=== block 1 ===
--- src/rtl/simd_addsub_pipe.sv ---
// rtl/simd_addsub_pipe.sv - 2-stage valid/ready lane-split SIMD add/sub with optional saturation
//
// Ports:
//   clk, rst                 clock, synchronous active-high reset
//   valid_i / ready_o        input handshake
//   op_i                     00 ADD, 01 SUB, 10 ADD_SAT, 11 SUB_SAT
//   signed_i                 saturation bounds: 1 signed, 0 unsigned
//   sew_i                    lane width = MIN_WIDTH << sew_i (clamped to MAX_WIDTH)
//   opA_i, opB_i             operands
//   valid_o / ready_i        output handshake
//   result_o                 lane-wise result
//   carry_o, satf_o          per-slot flags, only in the top slot of each lane
//   sat_sticky_o, clr_sat_i  sticky saturation status and its clear
module simd_addsub_pipe #(
  parameter  int MIN_WIDTH = 8,
  parameter  int MAX_WIDTH = 64,
  localparam int RATIO     = MAX_WIDTH / MIN_WIDTH,
  localparam int SEW_WIDTH = $clog2(RATIO) + 1
) (
  input  logic                 clk,
  input  logic                 rst,
  input  logic                 valid_i,
  output logic                 ready_o,
  input  logic [1:0]           op_i,
  input  logic                 signed_i,
  input  logic [SEW_WIDTH-1:0] sew_i,
  input  logic [MAX_WIDTH-1:0] opA_i,
  input  logic [MAX_WIDTH-1:0] opB_i,
  output logic                 valid_o,
  input  logic                 ready_i,
  output logic [MAX_WIDTH-1:0] result_o,
  output logic [RATIO-1:0]     carry_o,
  output logic [RATIO-1:0]     satf_o,
  output logic                 sat_sticky_o,
  input  logic                 clr_sat_i
);

  localparam int                   LOG2R   = $clog2(RATIO);
  localparam logic [SEW_WIDTH-1:0] SEW_MAX = SEW_WIDTH'(LOG2R);

  // Clamp kinds recorded per lane top slot
  localparam logic [2:0] K_NONE = 3'd0;
  localparam logic [2:0] K_ONES = 3'd1;
  localparam logic [2:0] K_ZERO = 3'd2;
  localparam logic [2:0] K_MAXP = 3'd3;
  localparam logic [2:0] K_MINN = 3'd4;

  logic                 r_s1_valid;
  logic [MAX_WIDTH-1:0] r_s1_a;
  logic [MAX_WIDTH-1:0] r_s1_b;
  logic [1:0]           r_s1_op;
  logic                 r_s1_signed;
  logic [SEW_WIDTH-1:0] r_s1_sew;

  logic                 r_s2_valid;
  logic [MAX_WIDTH-1:0] r_result;
  logic [RATIO-1:0]     r_carry;
  logic [RATIO-1:0]     r_satf;
  logic                 r_sticky;

  logic                 w_s2_load;
  logic                 w_s1_load;
  logic                 w_sub;
  logic                 w_sat_op;
  logic [SEW_WIDTH-1:0] w_sew_eff;
  logic [31:0]          w_lane_mask;

  logic [MAX_WIDTH-1:0] w_sum;
  logic [RATIO-1:0]     w_cout;
  logic [3*RATIO-1:0]   w_kind;
  logic                 w_cin;
  logic [MIN_WIDTH-1:0] w_a_s;
  logic [MIN_WIDTH-1:0] w_b_s;
  logic [MIN_WIDTH-1:0] w_bx_s;
  logic [MIN_WIDTH:0]   w_ext;
  logic                 w_ovf;

  logic [MAX_WIDTH-1:0] w_res;
  logic [RATIO-1:0]     w_carry;
  logic [RATIO-1:0]     w_satf;
  logic [2:0]           w_k;
  int                   w_top;

  assign w_s2_load = !r_s2_valid || ready_i;
  assign w_s1_load = !r_s1_valid || w_s2_load;
  assign ready_o   = !rst && w_s1_load;

  assign w_sub       = r_s1_op[0];
  assign w_sat_op    = r_s1_op[1];
  assign w_sew_eff   = (r_s1_sew > SEW_MAX) ? SEW_MAX : r_s1_sew;
  // Low bits set for slots that share one lane; slot k is a lane start when
  // (k & mask) == 0 and the lane top when (k & mask) == mask.
  assign w_lane_mask = (32'd1 << w_sew_eff) - 32'd1;

  // Slot-serial adder: carry ripples between slots, reseeded with the
  // subtract carry-in at every lane start so lanes never interact.
  always_comb begin
    w_sum  = '0;
    w_cout = '0;
    w_kind = '0;
    w_cin  = 1'b0;
    w_a_s  = '0;
    w_b_s  = '0;
    w_bx_s = '0;
    w_ext  = '0;
    w_ovf  = 1'b0;
    for (int k = 0; k < RATIO; k++) begin
      w_a_s  = r_s1_a[k*MIN_WIDTH +: MIN_WIDTH];
      w_b_s  = r_s1_b[k*MIN_WIDTH +: MIN_WIDTH];
      w_bx_s = w_sub ? ~w_b_s : w_b_s;
      if ((32'(k) & w_lane_mask) == 32'd0) w_cin = w_sub;
      w_ext = {1'b0, w_a_s} + {1'b0, w_bx_s} + {{MIN_WIDTH{1'b0}}, w_cin};
      w_sum[k*MIN_WIDTH +: MIN_WIDTH] = w_ext[MIN_WIDTH-1:0];
      w_cout[k] = w_ext[MIN_WIDTH];
      w_cin     = w_ext[MIN_WIDTH];
      if (((32'(k) & w_lane_mask) == w_lane_mask) && w_sat_op) begin
        if (r_s1_signed) begin
          // Overflow when both addend signs agree (B already inverted for SUB)
          // and the result sign differs from them.
          w_ovf = ~(w_a_s[MIN_WIDTH-1] ^ w_bx_s[MIN_WIDTH-1]) &
                   (w_ext[MIN_WIDTH-1] ^ w_a_s[MIN_WIDTH-1]);
          if (w_ovf) w_kind[k*3 +: 3] = w_a_s[MIN_WIDTH-1] ? K_MINN : K_MAXP;
        end else if (w_sub) begin
          if (!w_ext[MIN_WIDTH]) w_kind[k*3 +: 3] = K_ZERO;
        end else begin
          if (w_ext[MIN_WIDTH]) w_kind[k*3 +: 3] = K_ONES;
        end
      end
    end
  end

  // Apply the lane decision (held in the lane's top slot) to every slot.
  always_comb begin
    w_res   = w_sum;
    w_carry = '0;
    w_satf  = '0;
    w_k     = K_NONE;
    w_top   = 0;
    for (int k = 0; k < RATIO; k++) begin
      w_top = int'(32'(k) | w_lane_mask);
      w_k   = w_kind[w_top*3 +: 3];
      if (w_top == k) begin
        w_carry[k] = w_cout[k];
        w_satf[k]  = (w_k != K_NONE);
      end
      case (w_k)
        K_ONES:  w_res[k*MIN_WIDTH +: MIN_WIDTH] = '1;
        K_ZERO:  w_res[k*MIN_WIDTH +: MIN_WIDTH] = '0;
        K_MAXP:  w_res[k*MIN_WIDTH +: MIN_WIDTH] = (w_top == k) ? {1'b0, {(MIN_WIDTH-1){1'b1}}} : '1;
        K_MINN:  w_res[k*MIN_WIDTH +: MIN_WIDTH] = (w_top == k) ? {1'b1, {(MIN_WIDTH-1){1'b0}}} : '0;
        default: ;
      endcase
    end
  end

  always_ff @(posedge clk) begin
    if (rst) begin
      r_s1_valid  <= 1'b0;
      r_s1_a      <= '0;
      r_s1_b      <= '0;
      r_s1_op     <= '0;
      r_s1_signed <= 1'b0;
      r_s1_sew    <= '0;
      r_s2_valid  <= 1'b0;
      r_result    <= '0;
      r_carry     <= '0;
      r_satf      <= '0;
      r_sticky    <= 1'b0;
    end else begin
      if (w_s1_load) begin
        r_s1_valid <= valid_i;
        if (valid_i) begin
          r_s1_a      <= opA_i;
          r_s1_b      <= opB_i;
          r_s1_op     <= op_i;
          r_s1_signed <= signed_i;
          r_s1_sew    <= sew_i;
        end
      end
      if (w_s2_load) begin
        r_s2_valid <= r_s1_valid;
        if (r_s1_valid) begin
          r_result <= w_res;
          r_carry  <= w_carry;
          r_satf   <= w_satf;
        end
      end
      // A saturating output transfer beats a simultaneous clear.
      if (r_s2_valid && ready_i && (|r_satf)) r_sticky <= 1'b1;
      else if (clr_sat_i)                     r_sticky <= 1'b0;
    end
  end

  assign valid_o      = r_s2_valid;
  assign result_o     = r_result;
  assign carry_o      = r_carry;
  assign satf_o       = r_satf;
  assign sat_sticky_o = r_sticky;

endmodule

--- config.mk ---
export PLATFORM = sky130hd
export DESIGN_NAME = simd_addsub_pipe
export DESIGN_NICKNAME = d
export VERILOG_FILES = /design/src/rtl/simd_addsub_pipe.sv
export SDC_FILE = /design/constraint.sdc
export NUM_CORES = 1
export LEC_CHECK = 0
export CAP_MARGIN = 10
export CELL_PAD_IN_SITES_DETAIL_PLACEMENT = 0
export CELL_PAD_IN_SITES_GLOBAL_PLACEMENT = 1
export CORE_ASPECT_RATIO = 1.4
export CORE_MARGIN = 3
export CORE_UTILIZATION = 40
export DETAILED_ROUTE_END_ITERATION = 10
export PLACE_DENSITY_LB_ADDON = 0.2
export SYNTH_ARGS = -nofsm -noshare
export SYNTH_HDL_FRONTEND = slang
export SYNTH_SLANG_ARGS = --single-unit
--- constraint.sdc ---
create_clock -name clk -period 44.8 [get_ports clk]
set_input_delay 4.48 -clock clk [delete_from_list [all_inputs] [get_ports clk]]
set_output_delay 4.48 -clock clk [all_outputs]
set_load 0.02 [all_outputs]
Figure 1. Signal wires on met3 (block 1).
Scale: 1 px per um. Cells faint in the background.
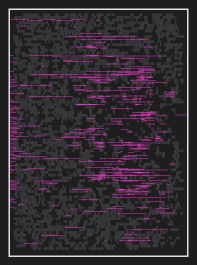
main direction: horizontal
longest straight run: 112 um

==> impl_metrics.tcl <==
# yosys + openroad results
set metrics [dict create \
    crit_end "result_o[3]" \
    hpwl_um 54510 \
    ir_drop_mv 0.03121 \
    post-route-period-util_pct 38.34 \
    comb_area_um2 11340 \
    first_pass_iters 6 \
    highest_layer "met4" \
    rr_startpoint "r_s1_op[0]" \
    worst_pin_slew_ps 1236 \
    cts_buffers 25 \
    cts_max_level 1 \
    layout-drive-gt1-share_pct 5.902 \
    inv_count 63 \
    dp_cells 2878 \
    p_sw_share_pct 40.35 \
    fill_cells 4038 \
    fmax_ghz 0.05821 \
    synthTopCellsByCount "384 x nand2_1, 244 x a21oi_1, 218 x dfxtp_1" \
    timing.final.hold_violations 0 \
    xor_share_pct 7.507 \
    place_congestion 1.066 \
    power.density_nw_per_um2 37.96 \
    io_buffer_count 222 \
    edf_count 0 \
    met3_length_um 4287 \
    max_stage_delay_ps 750 \
    pin_count 223 \
    lay_top_count "nand2_1" \
    start_kind "register" \
    fp_util_pct 40.57 \
    layout.area.seq_um2 4368 \
    clock_buffers 37 \
    cts_root_buffer "clkbuf_16" \
    yosys_warnings 0 \
    mux_share_pct 1.627 \
    grt_pass1_wl_um 104200 \
    status "finished clean" \
    vias_per_cell 5.958 \
    top_area_cell_class "logic gates" \
    grt_max_degree 142 \
    routedLengthMet1_um 28960 \
    die_h_um 245.5 \
    drc_errors 0 \
    synth.avg_cell_area_um2 7.457 \
    met3_usage_pct 4.032 \
    critical_path_required_ps 45180 \
    crit_buf_inv 1 \
    use_met2_pct 52.56 \
    slowest_stage "dfxtp_4" \
    clockBufferDepth 3 \
    drt-initial-drc-count 1395 \
    synth.cell_area_um2 16380 \
    postRouteAntennaNets 0 \
    synth-seq-cells 218 \
    rrSetupSlack_ps 27620 \
    pwr-share-seq_pct 29.1 \
    die_x_um 177.0 \
    globalRoute.totalOverflow 0 \
    core_um2 40390 \
    fin_nets 2610 \
    syn_inst 2197 \
    setup_ws_ps 27620 \
    comb.multi_input.count 1802 \
    p_sw_mw 0.3063 \
    final_design_area_no_fill_um2 20000 \
    post_cts_buffers 0 \
    final.setup.tns_ps 0 \
    grtUsageTotal_pct 31.23 \
]
-- power by group through the flow --
stage / Clock [mW] / Sequential, mW / Combinational, mW
after floorplan: 0 / 0.227 / 0.201
after global placement: 0 / 0.225 / 0.317
after detailed placement: 0 / 0.225 / 0.317
after CTS: 0.217 / 0.221 / 0.319
after global routing: 0.224 / 0.222 / 0.349
final: 0.213 / 0.221 / 0.326
-- through the flow --
stage	utilization [%]	power (mW)
after detailed placement	47.40	0.5415
after global routing	49.51	0.7954
after global placement	47.40	0.5415
after CTS	49.51	0.7564
final	49.52	0.7591
after floorplan	-	0.4285

=== block 2 ===
**src/rtl/div16_8_seq.sv**
```systemverilog
// Sequential restoring divider: DW-bit dividend by VW-bit divisor, one quotient bit per clock.
// Handshake: start is taken only on an edge where ready=1; done pulses for one cycle as the results update.
`timescale 1ns/1ps
module div16_8_seq #(
  parameter int DW = 16,
  parameter int VW = 8
) (
  input  logic          clk,
  input  logic          rst_n,
  input  logic          start,
  input  logic [DW-1:0] dividend,
  input  logic [VW-1:0] divisor,
  output logic          ready,
  output logic          done,
  output logic [DW-1:0] quotient,
  output logic [VW-1:0] remainder,
  output logic          ovf,
  output logic          dbz
);
  localparam int CW = $clog2(DW);

  typedef enum logic [1:0] {IDLE, RUN, DONE} state_t;
  state_t state, state_n;

  logic [CW-1:0] cnt;
  logic [VW-1:0] r;
  logic [DW-1:0] q;
  logic [VW-1:0] dvs;
  logic [VW:0]   t;
  logic [VW:0]   t_sub;
  logic          ge;
  logic [VW-1:0] r_n;
  logic [DW-1:0] q_n;

  // r < dvs always holds, so the borrow out of t - dvs is exactly (t < dvs).
  assign t     = {r, q[DW-1]};
  assign t_sub = t - {1'b0, dvs};
  assign ge    = ~t_sub[VW];
  assign r_n   = ge ? t_sub[VW-1:0] : t[VW-1:0];
  assign q_n   = {q[DW-2:0], ge};

  assign ready = (state == IDLE);
  assign done  = (state == DONE);

  always_ff @(posedge clk or negedge rst_n) begin
    if (!rst_n) state <= IDLE;
    else        state <= state_n;
  end

  always_comb begin
    state_n = state;
    case (state)
      IDLE: if (start) state_n = (divisor == '0) ? DONE : RUN;
      RUN:  if (cnt == '0) state_n = DONE;
      DONE: state_n = IDLE;
      default: state_n = IDLE;
    endcase
  end

  always_ff @(posedge clk or negedge rst_n) begin
    if (!rst_n) begin
      cnt       <= '0;
      r         <= '0;
      q         <= '0;
      dvs       <= '0;
      quotient  <= '0;
      remainder <= '0;
      ovf       <= 1'b0;
      dbz       <= 1'b0;
    end else begin
      case (state)
        IDLE: begin
          if (start) begin
            dvs <= divisor;
            if (divisor == '0) begin
              quotient  <= '1;
              remainder <= '0;
              ovf       <= 1'b1;
              dbz       <= 1'b1;
            end else begin
              cnt <= CW'(DW - 1);
              r   <= '0;
              q   <= dividend;
            end
          end
        end
        RUN: begin
          r <= r_n;
          q <= q_n;
          if (cnt == '0) begin
            quotient  <= q_n;
            remainder <= r_n;
            ovf       <= |q_n[DW-1:VW];
            dbz       <= 1'b0;
          end else begin
            cnt <= cnt - CW'(1);
          end
        end
        default: ;
      endcase
    end
  end
endmodule

```
**config.mk**
```make
export PLATFORM = sky130hd
export DESIGN_NAME = div16_8_seq
export DESIGN_NICKNAME = d
export VERILOG_FILES = /design/src/rtl/div16_8_seq.sv
export SDC_FILE = /design/constraint.sdc
export NUM_CORES = 1
export LEC_CHECK = 0
export ABC_AREA = 1
export ABC_CLOCK_PERIOD_IN_PS = 2150
export CAP_MARGIN = 25
export CELL_PAD_IN_SITES_DETAIL_PLACEMENT = 0
export CELL_PAD_IN_SITES_GLOBAL_PLACEMENT = 2
export CORE_AREA = 2 2 107 109
export DETAILED_ROUTE_END_ITERATION = 10
export DIE_AREA = 0 0 109 111
export PLACE_DENSITY = 0.78
export RECOVER_POWER = 25
export SLEW_MARGIN = 10
export SYNTH_ARGS = -nofsm -noshare
export SYNTH_HDL_FRONTEND = slang
export SYNTH_SLANG_ARGS = --single-unit
```
**constraint.sdc**
```tcl
create_clock -name clk -period 2.15 [get_ports clk]
set_input_delay 0.215 -clock clk [delete_from_list [all_inputs] [get_ports clk]]
set_output_delay 0.215 -clock clk [all_outputs]
set_load 0.01 [all_outputs]
```
Figure 2. Cell sizes after repair (block 2).
Scale: 3 px per um.
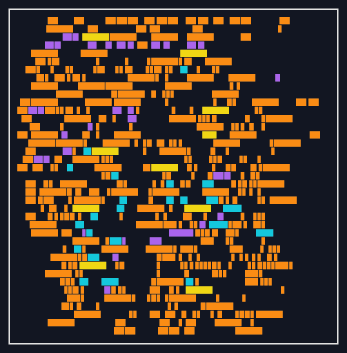
legend:
  purple:
    size: x2
    cells: 33
  cyan:
    size: x3 and x4
    cells: 23
  orange:
    size: x1 and smaller
    cells: 409
  yellow:
    size: x6 and larger
    cells: 10
Synth-to-Final Area Change: 31.62%
Final WS setup: 148.9 ps
Signal buffers: 64

==> impl_metrics.tcl <==
# yosys + openroad results
set metrics [dict create \
    status "finished clean" \
    cap_viol_max_count 0 \
    layout-drive-gt1-share_pct 13.89 \
    p_leak_nw 2.097 \
    cts_max_level 3 \
    worstPathCellList "ha_1 > nand2_1 > nand2_1 > a21oi_4 > nand2_2 > nand2_4 > nand2_2 > buf_4 > o22ai_1 > inv_1" \
    tritoncts "yes" \
    critical_path_required_ps 2370 \
    fill_cells 1132 \
    dieArea_um2 12100 \
    cts_buffers 9 \
    ys_seq_share_pct 48.30 \
    synthSimpleGateAreaFrac_pct 27.40 \
    fp_util_pct 29.93 \
    start_kind "register" \
    power.density_nw_per_um2 1770 \
    synthAoiAreaFrac_pct 10.94 \
    cp-startpoint "r[4]" \
    clk_latency_ps 340 \
    clk-power_mw 1.37 \
    vias 2796 \
    top_area_cell "dfrtp_1" \
    ys_cells 406 \
    synth-adder-area-share_pct 4.000 \
    fin_crit_ps 2001 \
    n_antenna_cell 0 \
    worstSetupPathType "register to register" \
    setup_viol_count_final 0 \
    synthArstFlopShare_pct 100.0 \
    sh_comb_area_pct 34.40 \
    cts-resized-gates 0 \
]
Figure 3. Register map, names as in the netlist (block 2).
Scale: 3 px per um. Other sequential cells in the stronger gray, the rest of the logic in the fainter gray.
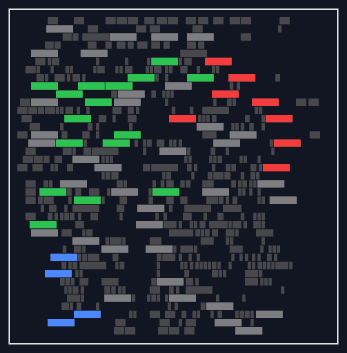
legend:
  green:
    netlist_name: q
    sequential_cells: 16
  blue:
    netlist_name: cnt
    sequential_cells: 4
    where: lower left
  red:
    netlist_name: remainder
    sequential_cells: 8

==> sequential cells by signal (all words and copies together) (netlist names), 2 cells and up <==
name       count
quotient      16
dvs            8
cnt            4
remainder      8
state          2
q             16
r              8
==> per-layer routing <==
metal / track usage [%] / wire (um) / vias to the layer above
met5: 0 / 0 / -
met4: 7.179 / 168 / 0
met3: 2.822 / 297 / 10
met2: 23.73 / 3926 / 50
met1: 19.37 / 3890 / 1303
li1: - / - / 1433
==> metrics by stage <==
stage,instances,total power [mW]
floorplan,406,4.904
global placement,597,6.170
detailed placement,597,6.189
CTS,614,7.614
global route,618,8.483
finish,618,7.725

=== block 3 ===
Figure 4. Cell classes on the final placement (block 3).
Scale: 3 px per um.
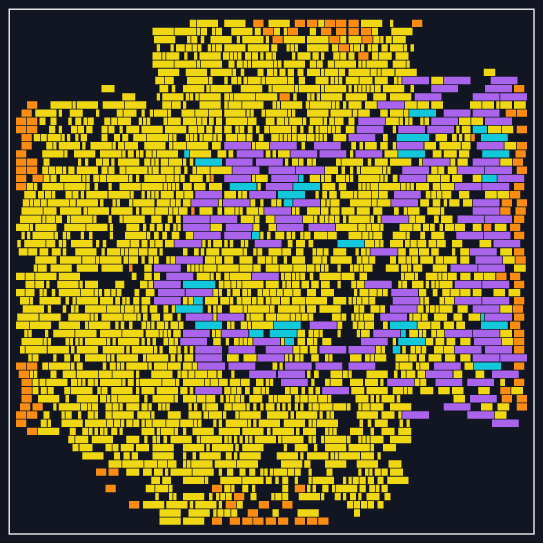
Figure 5. Signal wires on met3 (block 3).
Scale: 1.5 px per um. Cells faint in the background.
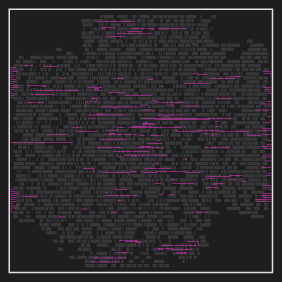
**src/rtl/mac_pkg.sv**
```systemverilog
// rtl/mac_pkg.sv - shared mode encodings and arithmetic helpers for the vector MAC
package mac_pkg;

    localparam logic [1:0] MODE_EXT   = 2'b00;
    localparam logic [1:0] MODE_ACC   = 2'b01;
    localparam logic [1:0] MODE_START = 2'b10;

    // Lossless width of a sum of `lanes` products of two din-bit operands
    function automatic int psum_width(input int din, input int lanes);
        return 2 * din + $clog2(lanes) + 1;
    endfunction

    function automatic longint range_hi(input int ow, input bit sgn);
        return sgn ? (longint'(1) <<< (ow - 1)) - longint'(1)
                   : (longint'(1) <<< ow) - longint'(1);
    endfunction

    function automatic longint range_lo(input int ow, input bit sgn);
        return sgn ? -(longint'(1) <<< (ow - 1)) : longint'(0);
    endfunction

    function automatic logic out_of_range(input longint full, input int ow, input bit sgn);
        return (full > range_hi(ow, sgn)) || (full < range_lo(ow, sgn));
    endfunction

    // Clamp to the output range when saturating; otherwise pass through so
    // the caller's truncation keeps the low ow bits (wrap)
    function automatic longint sat_wrap(input longint full, input int ow, input bit sgn,
                                        input bit sat);
        if (sat && (full > range_hi(ow, sgn))) return range_hi(ow, sgn);
        if (sat && (full < range_lo(ow, sgn))) return range_lo(ow, sgn);
        return full;
    endfunction

endpackage

```
**src/rtl/mac_add_tree.sv**
```systemverilog
// rtl/mac_add_tree.sv - registered reduction of packed lane products, latency 1
module mac_add_tree
    import mac_pkg::*;
#(
    parameter int ProdWidth = 16,
    parameter int Lanes     = 4,
    parameter int SumWidth  = psum_width(ProdWidth / 2, Lanes),
    parameter int Signed    = 1
) (
    input  logic                       clk,
    input  logic                       reset,
    input  logic                       en_i,
    input  logic [Lanes*ProdWidth-1:0] prod_i,
    output logic [SumWidth-1:0]        sum_o
);

    localparam bit Sgn = (Signed != 0);

    logic [SumWidth-1:0]  sum_d;
    logic [SumWidth-1:0]  sum_q;
    logic [ProdWidth-1:0] p;

    // Extend every lane product to the full sum width and add them up
    always_comb begin
        sum_d = '0;
        p     = '0;
        for (int k = 0; k < Lanes; k++) begin
            p     = prod_i[k*ProdWidth +: ProdWidth];
            sum_d = sum_d + {{(SumWidth - ProdWidth){Sgn && p[ProdWidth-1]}}, p};
        end
    end

    // Product-sum register; holds while the pipeline is stalled
    always_ff @(posedge clk or posedge reset) begin
        if (reset) begin
            sum_q <= '0;
        end else if (en_i) begin
            sum_q <= sum_d;
        end
    end

    assign sum_o = sum_q;

endmodule

```
**src/rtl/mac_vec_pipeline.sv**
```systemverilog
// rtl/mac_vec_pipeline.sv - 3-stage Lanes-wide dot product plus selectable partial sum
module mac_vec_pipeline
    import mac_pkg::*;
#(
    parameter int DataInWidth  = 8,
    parameter int DataOutWidth = 16,
    parameter int Lanes        = 4,
    parameter int Signed       = 1,
    parameter int Saturate     = 1
) (
    input  logic                         clk,
    input  logic                         reset,
    input  logic                         Stall,
    input  logic                         NOPIn,
    input  logic [1:0]                   Mode,
    input  logic [Lanes*DataInWidth-1:0] W_Data,
    input  logic [Lanes*DataInWidth-1:0] I_Data,
    input  logic [DataOutWidth-1:0]      O_Data,
    output logic                         NOPOut,
    output logic [DataOutWidth-1:0]      DataOut,
    output logic                         OvfOut
);

    localparam int PW  = 2 * DataInWidth;
    localparam int SW  = psum_width(DataInWidth, Lanes);
    localparam int FW  = ((SW > DataOutWidth) ? SW : DataOutWidth) + 1;
    localparam bit Sgn = (Signed != 0);
    localparam bit Sat = (Saturate != 0);

    logic                    en;
    logic [Lanes*PW-1:0]     prod_d, prod_q;
    logic [DataOutWidth-1:0] addend1_q, addend2_q;
    logic [1:0]              mode1_q, mode2_q;
    logic                    v1_q, v2_q;
    logic [SW-1:0]           sum2;
    logic [PW-1:0]           wx, ix;
    logic [DataOutWidth-1:0] addend_sel;
    logic [FW-1:0]           full;
    longint                  full64;
    logic [DataOutWidth-1:0] dout_d, dout_q;
    logic                    ovf_d, ovf_q, nop_q;

    assign en = !Stall;

    // Per-lane products, operands extended to product width first
    always_comb begin
        prod_d = '0;
        wx     = '0;
        ix     = '0;
        for (int k = 0; k < Lanes; k++) begin
            wx = {{(PW - DataInWidth){Sgn && W_Data[k*DataInWidth + DataInWidth - 1]}},
                  W_Data[k*DataInWidth +: DataInWidth]};
            ix = {{(PW - DataInWidth){Sgn && I_Data[k*DataInWidth + DataInWidth - 1]}},
                  I_Data[k*DataInWidth +: DataInWidth]};
            prod_d[k*PW +: PW] = wx * ix;
        end
    end

    // S1 and the S2 side-band registers travelling alongside the add tree
    always_ff @(posedge clk or posedge reset) begin
        if (reset) begin
            prod_q    <= '0;
            addend1_q <= '0;
            mode1_q   <= MODE_EXT;
            v1_q      <= 1'b0;
            addend2_q <= '0;
            mode2_q   <= MODE_EXT;
            v2_q      <= 1'b0;
        end else if (en) begin
            prod_q    <= prod_d;
            addend1_q <= O_Data;
            mode1_q   <= Mode;
            v1_q      <= !NOPIn;
            addend2_q <= addend1_q;
            mode2_q   <= mode1_q;
            v2_q      <= v1_q;
        end
    end

    mac_add_tree #(
        .ProdWidth (PW),
        .Lanes     (Lanes),
        .SumWidth  (SW),
        .Signed    (Signed)
    ) u_add_tree (
        .clk    (clk),
        .reset  (reset),
        .en_i   (en),
        .prod_i (prod_q),
        .sum_o  (sum2)
    );

    // S3 addend select, full-precision add, then saturate or wrap
    always_comb begin
        case (mode2_q)
            MODE_ACC:   addend_sel = dout_q;
            MODE_START: addend_sel = '0;
            default:    addend_sel = addend2_q;
        endcase
        full   = {{(FW - SW){Sgn && sum2[SW-1]}}, sum2}
               + {{(FW - DataOutWidth){Sgn && addend_sel[DataOutWidth-1]}}, addend_sel};
        full64 = {{(64 - FW){Sgn && full[FW-1]}}, full};
        dout_d = DataOutWidth'(sat_wrap(full64, DataOutWidth, Sgn, Sat));
        ovf_d  = out_of_range(full64, DataOutWidth, Sgn);
    end

    // Output stage; bubbles leave the result and flag untouched
    always_ff @(posedge clk or posedge reset) begin
        if (reset) begin
            dout_q <= '0;
            ovf_q  <= 1'b0;
            nop_q  <= 1'b1;
        end else if (en) begin
            if (v2_q) begin
                dout_q <= dout_d;
                ovf_q  <= ovf_d;
                nop_q  <= 1'b0;
            end else begin
                nop_q  <= 1'b1;
            end
        end
    end

    assign DataOut = dout_q;
    assign OvfOut  = ovf_q;
    assign NOPOut  = nop_q;

endmodule

```
**config.mk**
```make
export PLATFORM = sky130hd
export DESIGN_NAME = mac_vec_pipeline
export DESIGN_NICKNAME = d
export VERILOG_FILES = /design/src/rtl/mac_pkg.sv /design/src/rtl/mac_add_tree.sv /design/src/rtl/mac_vec_pipeline.sv
export SDC_FILE = /design/constraint.sdc
export NUM_CORES = 1
export LEC_CHECK = 0
export CAP_MARGIN = 20
export CORE_MARGIN = 1.5
export CORE_UTILIZATION = 60
export CTS_CLUSTER_SIZE = 25
export DETAILED_ROUTE_END_ITERATION = 10
export GPL_TIMING_DRIVEN = 1
export PLACE_DENSITY = 0.88
export RECOVER_POWER = 100
export SLEW_MARGIN = 20
export SYNTH_ARGS = -nofsm -noshare
export SYNTH_HDL_FRONTEND = slang
export SYNTH_SLANG_ARGS = --single-unit
```
**constraint.sdc**
```tcl
create_clock -name clk -period 8.1 [get_ports clk]
set_input_delay 0.81 -clock clk [delete_from_list [all_inputs] [get_ports clk]]
set_output_delay 0.81 -clock clk [all_outputs]
set_load 0.005 [all_outputs]
```
==> impl_metrics.tcl <==
# yosys + openroad results
set metrics [dict create \
    top_area_cell "fa_1" \
    rr_startpoint "mode2_q[0]" \
    ff_type "dfrtp_1" \
    rrSetupSlack_ps 2530 \
    edf_count 0 \
    power.density_nw_per_um2 421.9 \
    nonClkBufAreaFrac_pct 5.321 \
    clock_sinks 139 \
    layout-drive-gt1-share_pct 4.699 \
    yosys_warnings 0 \
    comb_power_share_pct 75.9 \
    fmax_ghz 0.1776 \
    clockBufferDepth 2 \
    highest_layer "met4" \
    path_max_fanout 8 \
    hp-start "v2_q" \
    final.setup.tns_ps 0 \
    grt_pass1_wl_um 64030 \
    status "finished, violations left" \
    cap_viol_max_count 4 \
    drc_errors 0 \
    synth-seq-cells 139 \
    postRouteAntennaNets 0 \
    ys_cells 1848 \
    globalRoute.totalOverflow 0 \
    critical_path_required_ps 8450 \
    antenna_found_initial 0 \
    clk_pin_slew_worst_paths_ps 60 \
    ctsHoldBuffers 0 \
    routed_wl_um 36760 \
    worst_pin_slew_ps 3708 \
    cp-startpoint "W_Data[10]" \
    hold_depth 1 \
    finalMaxSlewViolations 266 \
    clock_buffers 21 \
    clock_skew_ps 6.972 \
    post_cts_buffers 0 \
    inv_count 370 \
    end_kind "register" \
    place_congestion 0.8763 \
    dieArea_um2 30430 \
    crit_end "prod_q[30]" \
    holdCritPathClass "register to register" \
    warning_count 26 \
    n_antenna_cell 0 \
    synth.most_common_cell "inv_1" \
    tapCellCount 384 \
    fin_crit_ps 5629 \
    p_clk_share_pct 9.3 \
    violations "max-capacitance violations, max-slew violations" \
]
About Figure 4:
legend:
  orange:
    class: remaining buffers and delay cells
    cells: 107
  purple:
    class: sequential cells
    cells: 139
  yellow:
    class: remaining logic cells
    cells: 1681
  cyan:
    class: clock drivers and dummy loads
    cells: 31
Rows: 62
flop share of the area: 17.74%
design area: 19610 um2
core box area: 28780 um2

About Figure 5:
main direction: horizontal
longest straight run: 42.3 um
nets with wire on the layer: 163

==> cells by family after synthesis <==
family / Yosys count / synth area share [%]
simple gates: 492 / 14.39
fa+ha+maj: 409 / 39.23
buf+inv: 398 / 8.555
compound gates: 260 / 9.818
flops: 139 / 19.73
xor+xnor: 89 / 4.419
mux: 61 / 3.866
==> critical path, delay by kind of cell <==
kind            cells  cell delay, ps
compound gates      6            1270
fa+ha+maj           5            2180
buf+inv             3             780
simple gates        4             940
==> routing by layer <==
layer	global-route usage, %	vias up
met5	0	-
met4	7.256	0
met3	3.828	64
met2	45.73	319
met1	32.62	6457
li1	-	6090


==> gallery <==
Cell outlines without signal wires.
Plate I
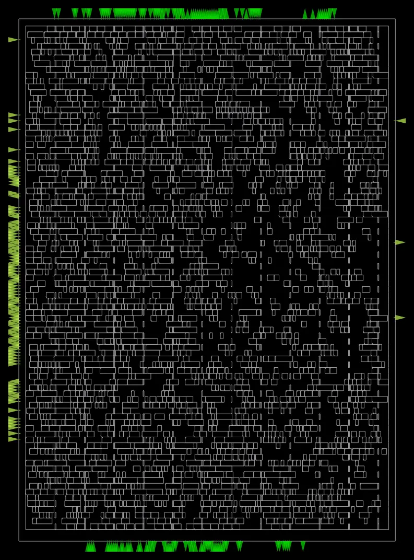
Plate II
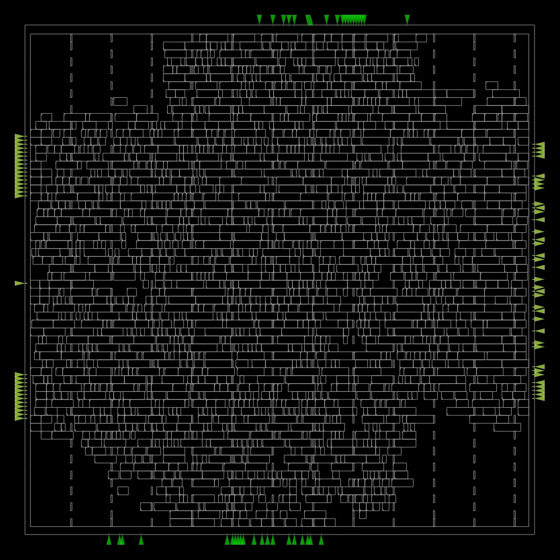
Plate III
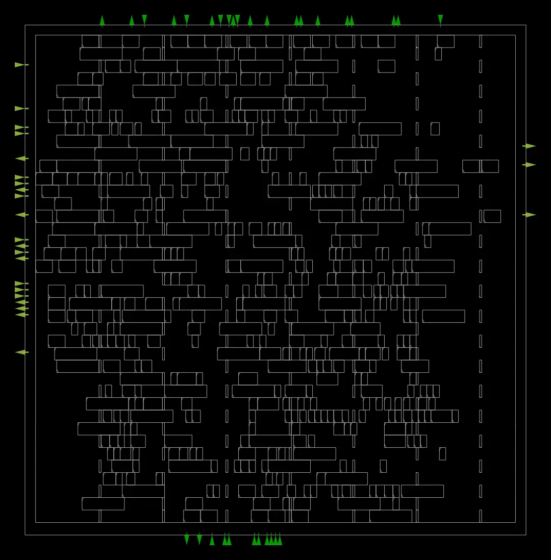
| picture | from |
|---|---|
| Plate III | block 2 |
| Plate II | block 3 |
| Plate I | block 1 |
Of these, most sequential cells: Plate I
Of these, most cells: Plate I

Power and IR drop assume default switching activity.
